# ---- block 1 ----
### config.mk
export PLATFORM = sky130hd
export DESIGN_NAME = program_loader
export DESIGN_NICKNAME = d
export VERILOG_FILES = /design/src/rtl/program_loader.sv
export SDC_FILE = /design/constraint.sdc
export NUM_CORES = 1
export LEC_CHECK = 0
export CAP_MARGIN = 20
export CORE_UTILIZATION = 42
export CTS_CLUSTER_SIZE = 12
export DETAILED_ROUTE_END_ITERATION = 6
export GPL_TIMING_DRIVEN = 0
export HOLD_SLACK_MARGIN = 0.08
export PLACE_DENSITY = 0.76
export SLEW_MARGIN = 20
export SYNTH_ARGS = -nofsm -noshare
export SYNTH_HDL_FRONTEND = slang
export SYNTH_SLANG_ARGS = --single-unit
### constraint.sdc
create_clock -name clk -period 1.65 [get_ports clk]
set_input_delay 0.33 -clock clk [delete_from_list [all_inputs] [get_ports clk]]
set_output_delay 0.33 -clock clk [all_outputs]
set_load 0.005 [all_outputs]
### src/rtl/program_loader.sv
`default_nettype none
// ============================================================================
//  Module      : program_loader
//  Description : Write-side loader for the stack core instruction memory.
//                Takes 16-bit program words from the host on a valid/ready
//                handshake and writes them sequentially into inst_mem. The
//                core is held in reset while the image loads. go is raised
//                once the image is complete.
//  Option      : LOADER_CHECKSUM_EN - when defined, one extra beat after the
//                in_last beat carries the XOR of all written words. A
//                mismatch ends in the error state.
//  Ports       : clk, async_reset (async, active-high), start,
//                in_valid/in_ready/in_data/in_last (host stream),
//                mem_we/mem_addr/mem_din (inst_mem write port),
//                core_hold, go, busy, error, word_count (status)
//  Revision    : 1.0 - initial release
// ============================================================================
module program_loader #(
    parameter int ADDR_W     = 10,
    parameter int DATA_W     = 16,
    parameter int DEPTH      = 1024,
    parameter int START_ADDR = 0
) (
    input  logic              clk,
    input  logic              async_reset,
    input  logic              start,
    input  logic              in_valid,
    output logic              in_ready,
    input  logic [DATA_W-1:0] in_data,
    input  logic              in_last,
    output logic              mem_we,
    output logic [ADDR_W-1:0] mem_addr,
    output logic [DATA_W-1:0] mem_din,
    output logic              core_hold,
    output logic              go,
    output logic              busy,
    output logic              error,
    output logic [ADDR_W:0]   word_count
);

    localparam logic [2:0] S_IDLE  = 3'd0;
    localparam logic [2:0] S_LOAD  = 3'd1;
`ifdef LOADER_CHECKSUM_EN
    localparam logic [2:0] S_CHECK = 3'd2;
`endif
    localparam logic [2:0] S_RUN   = 3'd3;
    localparam logic [2:0] S_ERR   = 3'd4;

    localparam logic [ADDR_W-1:0] c_start = START_ADDR[ADDR_W-1:0];
    localparam logic [ADDR_W:0]   c_depth = DEPTH[ADDR_W:0];

    logic [2:0] r_state;
    logic [2:0] w_next_state;

    logic w_accept;
    logic w_overrun;
    logic w_write;
    logic w_load_entry;
    logic w_ready_next;
    logic w_run_next;
    logic w_err_next;

`ifdef LOADER_CHECKSUM_EN
    logic [DATA_W-1:0] r_csum;
`endif

    assign w_accept  = in_valid && in_ready;
    assign w_overrun = (word_count == c_depth);

    // ------------------------------------------------------------------
    // State register
    // ------------------------------------------------------------------
    always_ff @(posedge clk or posedge async_reset) begin
        if (async_reset) begin
            r_state <= S_IDLE;
        end else begin
            r_state <= w_next_state;
        end
    end

    // ------------------------------------------------------------------
    // Next-state logic
    // ------------------------------------------------------------------
    always_comb begin
        w_next_state = r_state;
        case (r_state)
            S_IDLE, S_RUN, S_ERR: begin
                if (start) begin
                    w_next_state = S_LOAD;
                end
            end
            S_LOAD: begin
                if (w_accept) begin
                    // Overrun wins over in_last: a word beyond DEPTH is never written.
                    if (w_overrun) begin
                        w_next_state = S_ERR;
                    end else if (in_last) begin
`ifdef LOADER_CHECKSUM_EN
                        w_next_state = S_CHECK;
`else
                        w_next_state = S_RUN;
`endif
                    end
                end
            end
`ifdef LOADER_CHECKSUM_EN
            S_CHECK: begin
                if (w_accept) begin
                    w_next_state = (in_data == r_csum) ? S_RUN : S_ERR;
                end
            end
`endif
            default: w_next_state = S_IDLE;
        endcase
    end

    // ------------------------------------------------------------------
    // Output decode (values registered below)
    // ------------------------------------------------------------------
    always_comb begin
        w_write      = w_accept && (r_state == S_LOAD) && !w_overrun;
        w_load_entry = (w_next_state == S_LOAD) && (r_state != S_LOAD);
`ifdef LOADER_CHECKSUM_EN
        w_ready_next = (w_next_state == S_LOAD) || (w_next_state == S_CHECK);
`else
        w_ready_next = (w_next_state == S_LOAD);
`endif
        // go waits one cycle inside RUN so the final write pulse has completed.
        w_run_next   = (w_next_state == S_RUN) && (r_state == S_RUN);
        w_err_next   = (w_next_state == S_ERR);
    end

    // ------------------------------------------------------------------
    // Registered outputs and datapath
    // ------------------------------------------------------------------
    always_ff @(posedge clk or posedge async_reset) begin
        if (async_reset) begin
            in_ready   <= 1'b0;
            busy       <= 1'b0;
            go         <= 1'b0;
            core_hold  <= 1'b1;
            error      <= 1'b0;
            mem_we     <= 1'b0;
            mem_addr   <= c_start;
            mem_din    <= '0;
            word_count <= '0;
`ifdef LOADER_CHECKSUM_EN
            r_csum     <= '0;
`endif
        end else begin
            in_ready  <= w_ready_next;
            busy      <= w_ready_next;
            go        <= w_run_next;
            core_hold <= !w_run_next;
            error     <= w_err_next;
            mem_we    <= w_write;
            if (w_write) begin
                mem_din <= in_data;
            end
            if (w_load_entry) begin
                mem_addr   <= c_start;
                word_count <= '0;
`ifdef LOADER_CHECKSUM_EN
                r_csum     <= '0;
`endif
            end else begin
                // mem_addr holds the write address during the pulse, then advances.
                if (mem_we) begin
                    mem_addr <= mem_addr + 1'b1;
                end
                if (w_write) begin
                    word_count <= word_count + 1'b1;
`ifdef LOADER_CHECKSUM_EN
                    r_csum     <= r_csum ^ in_data;
`endif
                end
            end
        end
    end

endmodule
`default_nettype wire

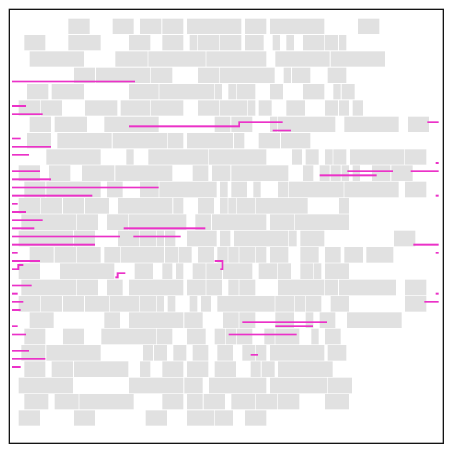
**Above:** block 1 (metal 3).
Scale: 6 px per um. Cells faint in the background.
main direction: horizontal
nets with wire on the layer: 44
longest straight run: 24.1 um
Vias: 1713
met3 Use GR: 5.83%

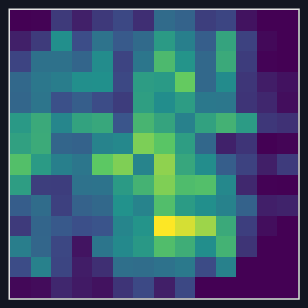
**Above:** block 1 (signal metal coverage by tile).
Scale: 4 px per um. The die is cut into 14 by 14 equal tiles; dark purple is low, yellow is high, scaled to the fullest tile. Values are wire area over tile area, all layers added.
mean over tiles: 0.15
tiles over half the peak: 25%
nearly empty tiles: 11%
densest ninth of the die: centre
fullest tile: 0.44
gr usage total: 18.5%
drt wl/cell: 14.5 um
Post-Route WL: 4830 um

==> flow_summary.json <==
{
  "rr_worst_depth": 8,
  "synth_warnings": 0,
  "largestRegisters": "mem_din: 16 flops, word_count: 11 flops, mem_addr: 10 flops",
  "final-comb-area_um2": 961,
  "simple_gate_area_share_pct": 18.0,
  "firstDrtPassIters": 4,
  "final_common_cell": "clkdlybuf4s50_1",
  "start_kind": "flop",
  "cp_max_fo": 6,
  "num_rows": 25,
  "ys.flop_type": "dfrtp_1",
  "seq_share_pct": 35.8,
  "ir_worst_vdd_v": 0.000610,
  "numCtsBuffers": 5,
  "dpl_cell_area_mm2": 0.00282,
  "regMostFlops": "mem_din",
  "antenna_found_initial": 0,
  "grt_max_degree": 25,
  "violations": "negative setup slack",
  "worst_pin_slew_ns": 0.560,
  "post_cts.repair.setup_buffers": 9,
  "crit_buf_inv": 3,
  "setup_slack_ns": -0.131,
  "setup_viol": 20,
  "power_frac_comb_pct": 36.8,
  "buffers": 88,
  "status": "complete, but fails checks",
  "clkPwrFrac_pct": 20.3,
  "drv_cap": 0,
  "nNonClkInverters": 6
}

# ---- block 2 ----
**Block 2: the clock network**

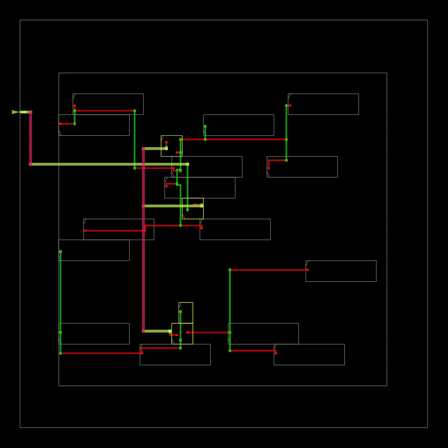
**Block 2: I/O pins on the die edge**

Scale: 8 px per um. Pins as bars across the die edge, other pins in grey.
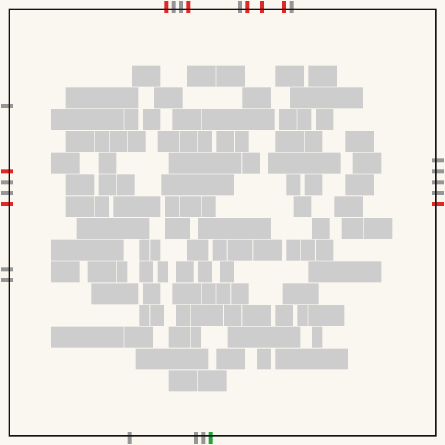
$ cat src/rtl/shift_reg_n.sv
// shift_reg_n: WIDTH-bit loadable shift register that tracks a loaded word through busy/done.
// Optional running parity output is built when SHIFT_REG_PARITY_EN is defined.
module shift_reg_n #(
   parameter int unsigned WIDTH     = 8,
   parameter int unsigned LSB_FIRST = 1
) (
   input  logic             clk,
   input  logic             rst_n,
   input  logic             enp,
   input  logic             load,
   input  logic             shift,
   input  logic             sdin,
   input  logic [WIDTH-1:0] pdin,
   output logic             sdout,
   output logic [WIDTH-1:0] pdout,
   output logic             busy,
   output logic             done
`ifdef SHIFT_REG_PARITY_EN
   ,
   output logic             parity
`endif
);

   localparam int unsigned CNT_W = $clog2(WIDTH + 1);

   typedef enum logic [1:0] {
      S_IDLE     = 2'd0,
      S_SHIFTING = 2'd1,
      S_DONE     = 2'd2
   } state_t;

   state_t           r_state;
   logic [WIDTH-1:0] r_reg;
   logic [CNT_W-1:0] r_count;
   logic             r_busy;
   logic             r_done;

   logic             w_load;
   logic             w_shift;
   logic             w_sout;
   logic [WIDTH-1:0] w_shifted;

   // Load beats shift on the same qualified edge.
   assign w_load  = enp & load;
   assign w_shift = enp & shift & ~load;

   if (LSB_FIRST != 0) begin : g_lsb
      assign w_sout    = r_reg[0];
      assign w_shifted = {sdin, r_reg[WIDTH-1:1]};
   end else begin : g_msb
      assign w_sout    = r_reg[WIDTH-1];
      assign w_shifted = {r_reg[WIDTH-2:0], sdin};
   end

   assign sdout = w_sout;
   assign pdout = r_reg;
   assign busy  = r_busy;
   assign done  = r_done;

   // Data register, word counter and word-tracking state.
   always_ff @(posedge clk or negedge rst_n) begin
      if (!rst_n) begin
         r_state <= S_IDLE;
         r_reg   <= '0;
         r_count <= '0;
         r_busy  <= 1'b0;
         r_done  <= 1'b0;
      end else begin
         if (w_load) begin
            r_reg <= pdin;
         end else if (w_shift) begin
            r_reg <= w_shifted;
         end

         case (r_state)
            S_SHIFTING: begin
               if (w_load) begin
                  r_count <= CNT_W'(WIDTH);
               end else if (w_shift) begin
                  r_count <= r_count - CNT_W'(1);
                  if (r_count == CNT_W'(1)) begin
                     r_state <= S_DONE;
                     r_busy  <= 1'b0;
                     r_done  <= 1'b1;
                  end
               end
            end
            S_IDLE, S_DONE: begin
               // done lasts one cycle whatever enp does; free-running shifts leave count at 0.
               if (w_load) begin
                  r_state <= S_SHIFTING;
                  r_count <= CNT_W'(WIDTH);
                  r_busy  <= 1'b1;
                  r_done  <= 1'b0;
               end else begin
                  r_state <= S_IDLE;
                  r_done  <= 1'b0;
               end
            end
            default: begin
               r_state <= S_IDLE;
               r_count <= '0;
               r_busy  <= 1'b0;
               r_done  <= 1'b0;
            end
         endcase
      end
   end

`ifdef SHIFT_REG_PARITY_EN
   logic r_parity;

   // Parity of the bits of the current word shifted out so far.
   always_ff @(posedge clk or negedge rst_n) begin
      if (!rst_n) begin
         r_parity <= 1'b0;
      end else if (w_load) begin
         r_parity <= 1'b0;
      end else if (w_shift && r_busy) begin
         r_parity <= r_parity ^ w_sout;
      end
   end

   assign parity = r_parity;
`endif

endmodule

$ cat config.mk
export PLATFORM = sky130hd
export DESIGN_NAME = shift_reg_n
export DESIGN_NICKNAME = d
export VERILOG_FILES = /design/src/rtl/shift_reg_n.sv
export SDC_FILE = /design/constraint.sdc
export NUM_CORES = 1
export LEC_CHECK = 0
export ABC_CLOCK_PERIOD_IN_PS = 3300
export CORE_MARGIN = 5
export CORE_UTILIZATION = 41
export CTS_BUF_LIST = sky130_fd_sc_hd__clkbuf_4 sky130_fd_sc_hd__clkbuf_8
export DETAILED_ROUTE_END_ITERATION = 7
export GPL_TIMING_DRIVEN = 0
export PLACE_DENSITY = 0.7
export SYNTH_ARGS = -nofsm -noshare
export SYNTH_HDL_FRONTEND = slang
export SYNTH_SLANG_ARGS = --single-unit
$ cat constraint.sdc
create_clock -name clk -period 3.3 [get_ports clk]
set_input_delay 0.66 -clock clk [delete_from_list [all_inputs] [get_ports clk]]
set_output_delay 0.66 -clock clk [all_outputs]
set_load 0.005 [all_outputs]
==> flow_summary.json <==
{
  "post_cts.repair.setup_buffers": 0,
  "finish.utilization_pct": 60.9,
  "use_met2_pct": 23.6,
  "ys.flops": 15,
  "synth_warnings": 0,
  "min_to": "r_count[0]",
  "clk_pin_slew_ns": 0.09,
  "clock_latency_ns": 0.30,
  "status": "finished, final reports clean",
  "clkSinkCount": 15,
  "clk_path_buf_depth": 2,
  "grt_max_degree": 16,
  "rr_worst_depth": 5,
  "p_per_area_mw_per_mm2": 534,
  "synth_xor_xnor_area_share_pct": 0,
  "ir_worst_vdd_v": 0.000281,
  "setup_viol": 0,
  "routed_wl_um": 1880,
  "aoi_share_pct": 30.2,
  "ys_cells": 75,
  "floorplan.nets": 91,
  "r2r-start": "r_count[1]",
  "cts_hold_buf": 0,
  "synth_seq_share_pct": 49.2,
  "ys_top_logic_family": "AND-OR/OR-AND gates",
  "fp_util_pct": 43.7,
  "crit_path_end_kind": "primary output"
}
Notes on 'the clock network' of block 2 above:
TritonCTS buffer count: 3
Clk. pwr: 0.112 mW
Layout Skew: 0.00988 ns

Notes on 'I/O pins on the die edge' of block 2 above:
legend:
  red:
    port: `pdin`
    pins: 8
    direction: input
    edge: 5 north, 2 west, 1 east
  green:
    port: `enp`
    pins: 1
    direction: input
    edge: south
I/O Buffers: 24
Die H: 53.1 um
DIE WIDTH: 53.1 um


# ---- block 3 ----
**Block 3: metal 3**

Scale: 3 px per um. Cells faint in the background.
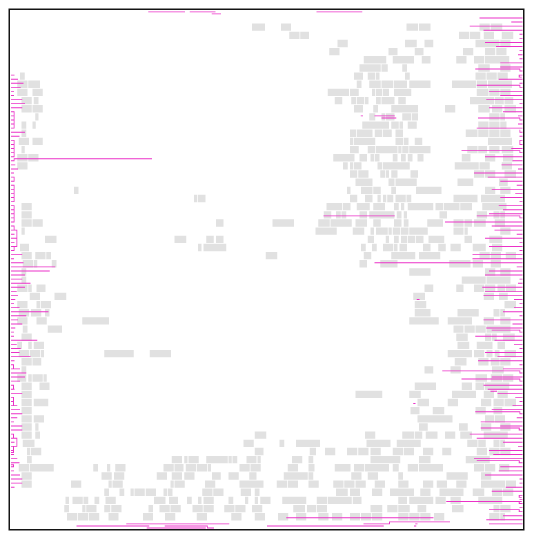
$ cat config.mk
export PLATFORM = sky130hd
export DESIGN_NAME = ram_arbiter
export DESIGN_NICKNAME = d
export VERILOG_FILES = /design/src/rtl/ram_arbiter.sv
export SDC_FILE = /design/constraint.sdc
export NUM_CORES = 1
export LEC_CHECK = 0
export CORE_AREA = 2 2 169 171
export CTS_BUF_LIST = sky130_fd_sc_hd__clkbuf_8 sky130_fd_sc_hd__clkbuf_16
export CTS_CLUSTER_SIZE = 8
export DETAILED_ROUTE_END_ITERATION = 16
export DIE_AREA = 0 0 171 173
export PLACE_DENSITY = 0.51
export SKIP_LAST_GASP = 1
export SLEW_MARGIN = 20
export SYNTH_ARGS = -nofsm -noshare
export SYNTH_HDL_FRONTEND = slang
export SYNTH_SLANG_ARGS = --single-unit
$ cat constraint.sdc
create_clock -name CLK -period 1.8 [get_ports CLK]
set_clock_uncertainty 0.05 [all_clocks]
set_input_delay 0.18 -clock CLK [delete_from_list [all_inputs] [get_ports CLK]]
set_output_delay 0.18 -clock CLK [all_outputs]
set_load 0.005 [all_outputs]
$ cat src/rtl/ram_arbiter.sv
// Round-robin arbiter sharing one RAM port between NCPU cores, each with an
// instruction port and a data port; data beats instruction within a core.
module ram_arbiter #(
    parameter int NCPU    = 2,
    parameter int WORD_W  = 32,
    parameter int TIMEOUT = 255
) (
    input  logic                                   CLK,
    input  logic                                   nRST,
    input  logic [NCPU-1:0]                        iREN,
    input  logic [NCPU-1:0]                        dREN,
    input  logic [NCPU-1:0]                        dWEN,
    input  logic [NCPU*WORD_W-1:0]                 iaddr,
    input  logic [NCPU*WORD_W-1:0]                 daddr,
    input  logic [NCPU*WORD_W-1:0]                 dstore,
    output logic [NCPU-1:0]                        iwait,
    output logic [NCPU-1:0]                        dwait,
    output logic [NCPU*WORD_W-1:0]                 iload,
    output logic [NCPU*WORD_W-1:0]                 dload,
    output logic [WORD_W-1:0]                      ramaddr,
    output logic [WORD_W-1:0]                      ramstore,
    output logic                                   ramREN,
    output logic                                   ramWEN,
    input  logic [WORD_W-1:0]                      ramload,
    input  logic [1:0]                             ramstate,
    output logic [((NCPU > 1) ? $clog2(NCPU) : 1)-1:0] grant_id,
    output logic                                   err_sticky
);

    localparam int IDW = (NCPU > 1) ? $clog2(NCPU) : 1;
    localparam int CW  = (TIMEOUT > 1) ? $clog2(TIMEOUT + 1) : 1;
    localparam logic [1:0] RAM_ACCESS = 2'd2;

    typedef enum logic {IDLE, GRANT} state_t;
    typedef enum logic {SRC_I, SRC_D} src_t;

    state_t          state, state_nxt;
    src_t            source, source_nxt;
    logic [IDW-1:0]  owner, owner_nxt;
    logic [IDW-1:0]  rr, rr_nxt;
    logic [CW-1:0]   cnt, cnt_nxt;
    logic            err_nxt;
    logic [NCPU-1:0] pending;
    logic            sel_req;
    logic            access;

    assign pending = iREN | dREN | dWEN;
    assign sel_req = (source == SRC_D) ? (dREN[owner] | dWEN[owner]) : iREN[owner];
    assign access  = (state == GRANT) && sel_req && (ramstate == RAM_ACCESS);

    assign iload = {NCPU{ramload}};
    assign dload = {NCPU{ramload}};

    // RAM-side strobes follow the owner's live request; a simultaneous
    // read and write on the data port is serviced as a write.
    always_comb begin
        ramREN   = 1'b0;
        ramWEN   = 1'b0;
        ramaddr  = '0;
        ramstore = '0;
        grant_id = '0;
        if (state == GRANT) begin
            grant_id = owner;
            if (source == SRC_D) begin
                ramWEN   = dWEN[owner];
                ramREN   = dREN[owner] & ~dWEN[owner];
                ramaddr  = daddr[owner*WORD_W +: WORD_W];
                ramstore = dstore[owner*WORD_W +: WORD_W];
            end else begin
                ramREN  = iREN[owner];
                ramaddr = iaddr[owner*WORD_W +: WORD_W];
            end
        end
    end

    always_comb begin
        iwait = iREN;
        dwait = dREN | dWEN;
        if (access) begin
            if (source == SRC_D) dwait[owner] = 1'b0;
            else                 iwait[owner] = 1'b0;
        end
    end

    always_comb begin
        logic found;
        int   j;
        state_nxt  = state;
        owner_nxt  = owner;
        source_nxt = source;
        rr_nxt     = rr;
        cnt_nxt    = cnt;
        err_nxt    = err_sticky;
        found      = 1'b0;
        j          = 0;
        case (state)
            IDLE: begin
                for (int i = 0; i < NCPU; i++) begin
                    j = int'(rr) + i;
                    if (j >= NCPU) j = j - NCPU;
                    if (!found && pending[j]) begin
                        found      = 1'b1;
                        owner_nxt  = IDW'(j);
                        source_nxt = (dREN[j] | dWEN[j]) ? SRC_D : SRC_I;
                    end
                end
                if (found) state_nxt = GRANT;
            end
            GRANT: begin
                if (!sel_req) begin
                    // Withdrawn request: release without advancing fairness.
                    state_nxt = IDLE;
                    cnt_nxt   = '0;
                end else if (ramstate == RAM_ACCESS) begin
                    state_nxt = IDLE;
                    cnt_nxt   = '0;
                    rr_nxt    = (owner == IDW'(NCPU - 1)) ? '0 : owner + 1'b1;
                end else begin
                    if (cnt != CW'(TIMEOUT)) cnt_nxt = cnt + 1'b1;
                    if (cnt_nxt == CW'(TIMEOUT)) err_nxt = 1'b1;
                end
            end
            default: state_nxt = IDLE;
        endcase
    end

    always_ff @(posedge CLK) begin
        if (!nRST) begin
            state      <= IDLE;
            owner      <= '0;
            source     <= SRC_I;
            rr         <= '0;
            cnt        <= '0;
            err_sticky <= 1'b0;
        end else begin
            state      <= state_nxt;
            owner      <= owner_nxt;
            source     <= source_nxt;
            rr         <= rr_nxt;
            cnt        <= cnt_nxt;
            err_sticky <= err_nxt;
        end
    end

endmodule

==> flow_summary.json <==
{
  "whs_path_depth": 0,
  "regMostFlops": "cnt",
  "setup_slack_ns": -0.205,
  "violations": "negative setup slack",
  "power_mw": 2.44,
  "setup_viol": 47,
  "min_period_ns": 2.01,
  "fa_ha_area_share_pct": 0.382,
  "status": "complete, but fails checks",
  "yosysMostFrequentCell": "buf_4",
  "r2r-start": "source",
  "layout.nonclk_buf_share_pct": 54.1,
  "r2r_end": "cnt[5]",
  "clk_pin_slew_ns": 0.05,
  "use_met2_pct": 17.6,
  "critical_path.top_delay_family": "multiplexers",
  "top_cell_area_share_pct": 29.8,
  "drtIter0Drc": 63,
  "antennaDiodeCount": 0,
  "slowest_stage": "mux4_2",
  "clkCellAreaFrac_pct": 1.22,
  "simple_gate_area_share_pct": 16.7,
  "core-area_mm2": 0.0276,
  "top_usage_layer": "met2"
}
Notes on 'metal 3' of block 3 above:
nets with wire on the layer: 195
wire length on this layer: 1670 um
main direction: horizontal
share of all routed wire: 10%
met3 Use GR: 2.75%
Post-Route WL: 16200 um
Vias: 3535


# ---- block 4 ----
**Block 4: the clock network**

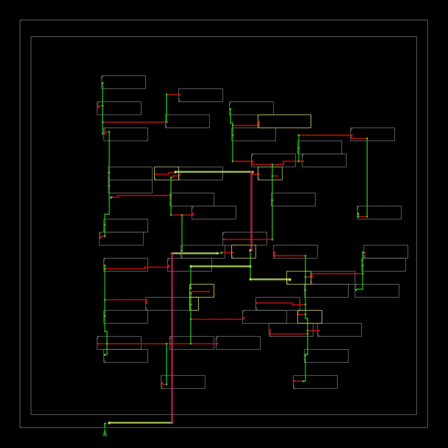
**src/rtl/nor_tree_pkg.sv**
```systemverilog
// Shared definitions for the pipelined NOR/OR reduction tree.
//   MODE_NOR / MODE_OR : per-channel polarity encoding of in_mode.
//   levels(width)      : pipeline depth, max(1, clog2(width)).
//   level_count(w, k)  : number of elements left at tree level k, ceil(w / 2^k).
package nor_tree_pkg;

  localparam logic MODE_NOR = 1'b0;
  localparam logic MODE_OR  = 1'b1;

  function automatic int levels(input int width);
    int n;
    n = 0;
    for (int i = 0; i < 32; i++) begin
      if ((1 << n) < width) n = n + 1;
    end
    return (n < 1) ? 1 : n;
  endfunction

  function automatic int level_count(input int width, input int k);
    return (width + (1 << k) - 1) >> k;
  endfunction

endpackage

```
**src/rtl/nor_tree_stage.sv**
```systemverilog
// One pipeline level of the reduction tree, shared by all channels.
// Ports:
//   clk, rst            : clock, asynchronous active-high reset
//   in_valid/in_ready   : upstream handshake (in_ready is combinational)
//   in_data             : CHANNELS x IN_W elements, channel c at [c*IN_W +: IN_W]
//   in_mode             : per-channel polarity travelling with the beat
//   out_valid/out_ready : downstream handshake
//   out_data            : CHANNELS x OUT_W pairwise-ORed elements
//   out_mode            : registered copy of in_mode
module nor_tree_stage
  import nor_tree_pkg::*;
#(
  parameter int CHANNELS = 4,
  parameter int IN_W     = 8,
  parameter int OUT_W    = 4
) (
  input  logic                      clk,
  input  logic                      rst,
  input  logic                      in_valid,
  output logic                      in_ready,
  input  logic [CHANNELS*IN_W-1:0]  in_data,
  input  logic [CHANNELS-1:0]       in_mode,
  output logic                      out_valid,
  input  logic                      out_ready,
  output logic [CHANNELS*OUT_W-1:0] out_data,
  output logic [CHANNELS-1:0]       out_mode
);

  logic                      valid_reg;
  logic [CHANNELS*OUT_W-1:0] data_reg;
  logic [CHANNELS-1:0]       mode_reg;
  logic [CHANNELS*OUT_W-1:0] or_next;

  genvar gi, gj;
  generate
    for (gi = 0; gi < CHANNELS; gi++) begin : gen_ch
      for (gj = 0; gj < OUT_W; gj++) begin : gen_pair
        if (2 * gj + 1 < IN_W) begin : g_pair
          assign or_next[gi*OUT_W+gj] = in_data[gi*IN_W+2*gj] | in_data[gi*IN_W+2*gj+1];
        end else begin : g_odd
          // Unpaired element: OR with the identity 0 is a plain pass-through.
          assign or_next[gi*OUT_W+gj] = in_data[gi*IN_W+2*gj];
        end
      end
    end
  endgenerate

  // Stage can take a new beat when empty or when its current beat leaves.
  assign in_ready = !valid_reg || out_ready;

  always_ff @(posedge clk or posedge rst) begin
    if (rst) begin
      valid_reg <= 1'b0;
      data_reg  <= '0;
      mode_reg  <= '0;
    end else if (in_ready) begin
      valid_reg <= in_valid;
      if (in_valid) begin
        data_reg <= or_next;
        mode_reg <= in_mode;
      end
    end
  end

  assign out_valid = valid_reg;
  assign out_data  = data_reg;
  assign out_mode  = mode_reg;

endmodule

```
**src/rtl/nor_tree_pipe.sv**
```systemverilog
// Pipelined wide NOR/OR detector: each of CHANNELS channels reduces WIDTH
// bits to one through a balanced 2-input OR tree with one register per
// level, then applies per-beat polarity (in_mode bit 0 = NOR, 1 = OR).
// Latency is LEVELS = max(1, clog2(WIDTH)) cycles, one beat per cycle,
// full valid/ready backpressure.
// Ports:
//   clk, rst            : clock, asynchronous active-high reset
//   in_valid/in_ready   : input handshake
//   in_data             : channel c at [c*WIDTH +: WIDTH]
//   in_mode             : per-channel polarity, captured with the data
//   out_valid/out_ready : output handshake
//   out_data            : one result bit per channel
//   sticky_clr, sticky  : only with NOR_TREE_PIPE_STICKY_EN; sticky[c] latches
//                         any transferred out_data[c]=1 until cleared
module nor_tree_pipe
  import nor_tree_pkg::*;
#(
  parameter int WIDTH    = 8,
  parameter int CHANNELS = 4
) (
  input  logic                      clk,
  input  logic                      rst,
  input  logic                      in_valid,
  output logic                      in_ready,
  input  logic [CHANNELS*WIDTH-1:0] in_data,
  input  logic [CHANNELS-1:0]       in_mode,
  output logic                      out_valid,
  input  logic                      out_ready,
`ifdef NOR_TREE_PIPE_STICKY_EN
  input  logic                      sticky_clr,
  output logic [CHANNELS-1:0]       sticky,
`endif
  output logic [CHANNELS-1:0]       out_data
);

  localparam int LEVELS = levels(WIDTH);

  logic [LEVELS:0]     stage_valid;
  logic [CHANNELS-1:0] stage_mode [LEVELS+1];
  logic [CHANNELS-1:0] tree_or;
  logic [CHANNELS-1:0] polarity;

  assign stage_valid[0] = in_valid;
  assign stage_mode[0]  = in_mode;

  genvar gi;
  generate
    for (gi = 0; gi < LEVELS; gi++) begin : gen_stage
      localparam int IN_W  = level_count(WIDTH, gi);
      localparam int OUT_W = level_count(WIDTH, gi + 1);

      logic [CHANNELS*IN_W-1:0]  data_i;
      logic [CHANNELS*OUT_W-1:0] data_o;
      logic                      ready_i;
      logic                      ready_o;

      if (gi == 0) begin : g_first
        assign data_i = in_data;
      end else begin : g_rest
        assign data_i = gen_stage[gi-1].data_o;
      end

      // Ready ripples backwards combinationally so a full pipe still
      // accepts on the same edge that the tail drains.
      if (gi == LEVELS - 1) begin : g_last
        assign ready_o = out_ready;
      end else begin : g_mid
        assign ready_o = gen_stage[gi+1].ready_i;
      end

      nor_tree_stage #(
        .CHANNELS(CHANNELS),
        .IN_W    (IN_W),
        .OUT_W   (OUT_W)
      ) u_stage (
        .clk      (clk),
        .rst      (rst),
        .in_valid (stage_valid[gi]),
        .in_ready (ready_i),
        .in_data  (data_i),
        .in_mode  (stage_mode[gi]),
        .out_valid(stage_valid[gi+1]),
        .out_ready(ready_o),
        .out_data (data_o),
        .out_mode (stage_mode[gi+1])
      );
    end
  endgenerate

  assign in_ready = gen_stage[0].ready_i;
  assign tree_or  = gen_stage[LEVELS-1].data_o;

  generate
    for (gi = 0; gi < CHANNELS; gi++) begin : gen_pol
      assign polarity[gi] = (stage_mode[LEVELS][gi] == MODE_OR) ? tree_or[gi] : ~tree_or[gi];
    end
  endgenerate

  // Gating by valid keeps out_data at 0 while reset is asserted, since the
  // cleared NOR polarity would otherwise present all ones.
  assign out_valid = stage_valid[LEVELS];
  assign out_data  = out_valid ? polarity : '0;

`ifdef NOR_TREE_PIPE_STICKY_EN
  logic [CHANNELS-1:0] sticky_reg;
  logic [CHANNELS-1:0] sticky_next;

  // Clear first, then OR in the transferring result so a set on the same
  // edge survives the clear.
  always_comb begin
    sticky_next = sticky_clr ? '0 : sticky_reg;
    if (out_valid && out_ready) sticky_next = sticky_next | out_data;
  end

  always_ff @(posedge clk or posedge rst) begin
    if (rst) sticky_reg <= '0;
    else     sticky_reg <= sticky_next;
  end

  assign sticky = sticky_reg;
`endif

endmodule

```
**config.mk**
```make
export PLATFORM = sky130hd
export DESIGN_NAME = nor_tree_pipe
export DESIGN_NICKNAME = d
export VERILOG_FILES = /design/src/rtl/nor_tree_pkg.sv /design/src/rtl/nor_tree_stage.sv /design/src/rtl/nor_tree_pipe.sv
export SDC_FILE = /design/constraint.sdc
export NUM_CORES = 1
export LEC_CHECK = 0
export ABC_AREA = 1
export CAP_MARGIN = 20
export CELL_PAD_IN_SITES_DETAIL_PLACEMENT = 0
export CELL_PAD_IN_SITES_GLOBAL_PLACEMENT = 2
export CORE_MARGIN = 2
export CORE_UTILIZATION = 28
export DETAILED_ROUTE_END_ITERATION = 16
export GPL_TIMING_DRIVEN = 0
export PLACE_DENSITY = 0.81
export SLEW_MARGIN = 20
export SYNTH_ARGS = -nofsm -noshare
export SYNTH_HDL_FRONTEND = slang
export SYNTH_SLANG_ARGS = --single-unit
```
**constraint.sdc**
```tcl
create_clock -name clk -period 2.1 [get_ports clk]
set_input_delay 0.21 -clock clk [delete_from_list [all_inputs] [get_ports clk]]
set_output_delay 0.21 -clock clk [all_outputs]
set_load 0.02 [all_outputs]
```
==> flow_summary.json <==
{
  "status": "finished, final reports clean",
  "use_met2_pct": 18.4,
  "dpl_cell_area_mm2": 0.00241,
  "clock_latency_ns": 0.29,
  "p_switching_mw": 0.815,
  "endpoint": "out_data[3]",
  "nNonClkInverters": 6,
  "yosysMostFrequentCell": "nand2_1",
  "fp_util_pct": 29.0,
  "floorplan.nets": 248,
  "cts_tree": "built",
  "crit_chain": "o21ai_0 -> a21oi_1 -> clkdlybuf4s50_1",
  "synthCells": 208,
  "grt_util_all_layers_pct": 11.3,
  "simple_gate_area_share_pct": 30.9,
  "final_antenna_net_count": 0,
  "antennaDiodeCount": 0,
  "slew_viol_final": 0,
  "aoi_share_pct": 6.25,
  "r2r-start": "gen_stage[2].u_stage.out_valid",
  "post_cts.repair.setup_buffers": 0,
  "async_reset_ff_share_pct": 100,
  "synthesis.area_mm2": 0.00184,
  "relSlewSlack_pct": 66.2,
  "wl_met3_um": 143,
  "nets": 301,
  "ff_count": 43,
  "drt-met1-wl_um": 1820,
  "power_mw": 2.63,
  "use_met1_pct": 14.5
}
Notes on 'the clock network' of block 4 above:
Clk. pwr: 0.659 mW
TritonCTS buffer count: 5



==> notes/layouts.md <==
Pictures saved along the way, in no particular order.

I/O pins on the die edge.
Plate I
Scale: 2 px per um. Pins as bars across the die edge, other pins in grey.
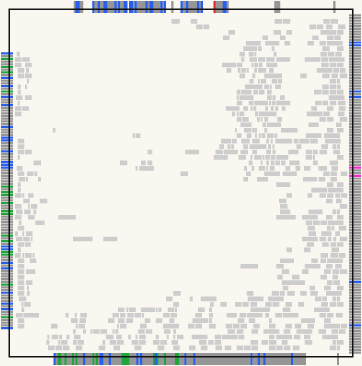
Plate II
Scale: 4 px per um. Pins as bars across the die edge, other pins in grey.
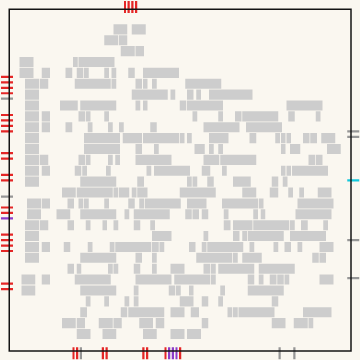
Plate III
Scale: 4 px per um. Pins as bars across the die edge, other pins in grey.
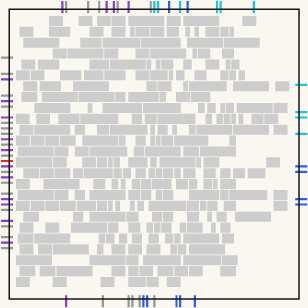
The one with the fewest pins is Plate II.
The one with the smallest die is Plate III.
Plate I -> block 3
Plate III -> block 1
Plate II -> block 4

Power and IR drop assume default switching activity.
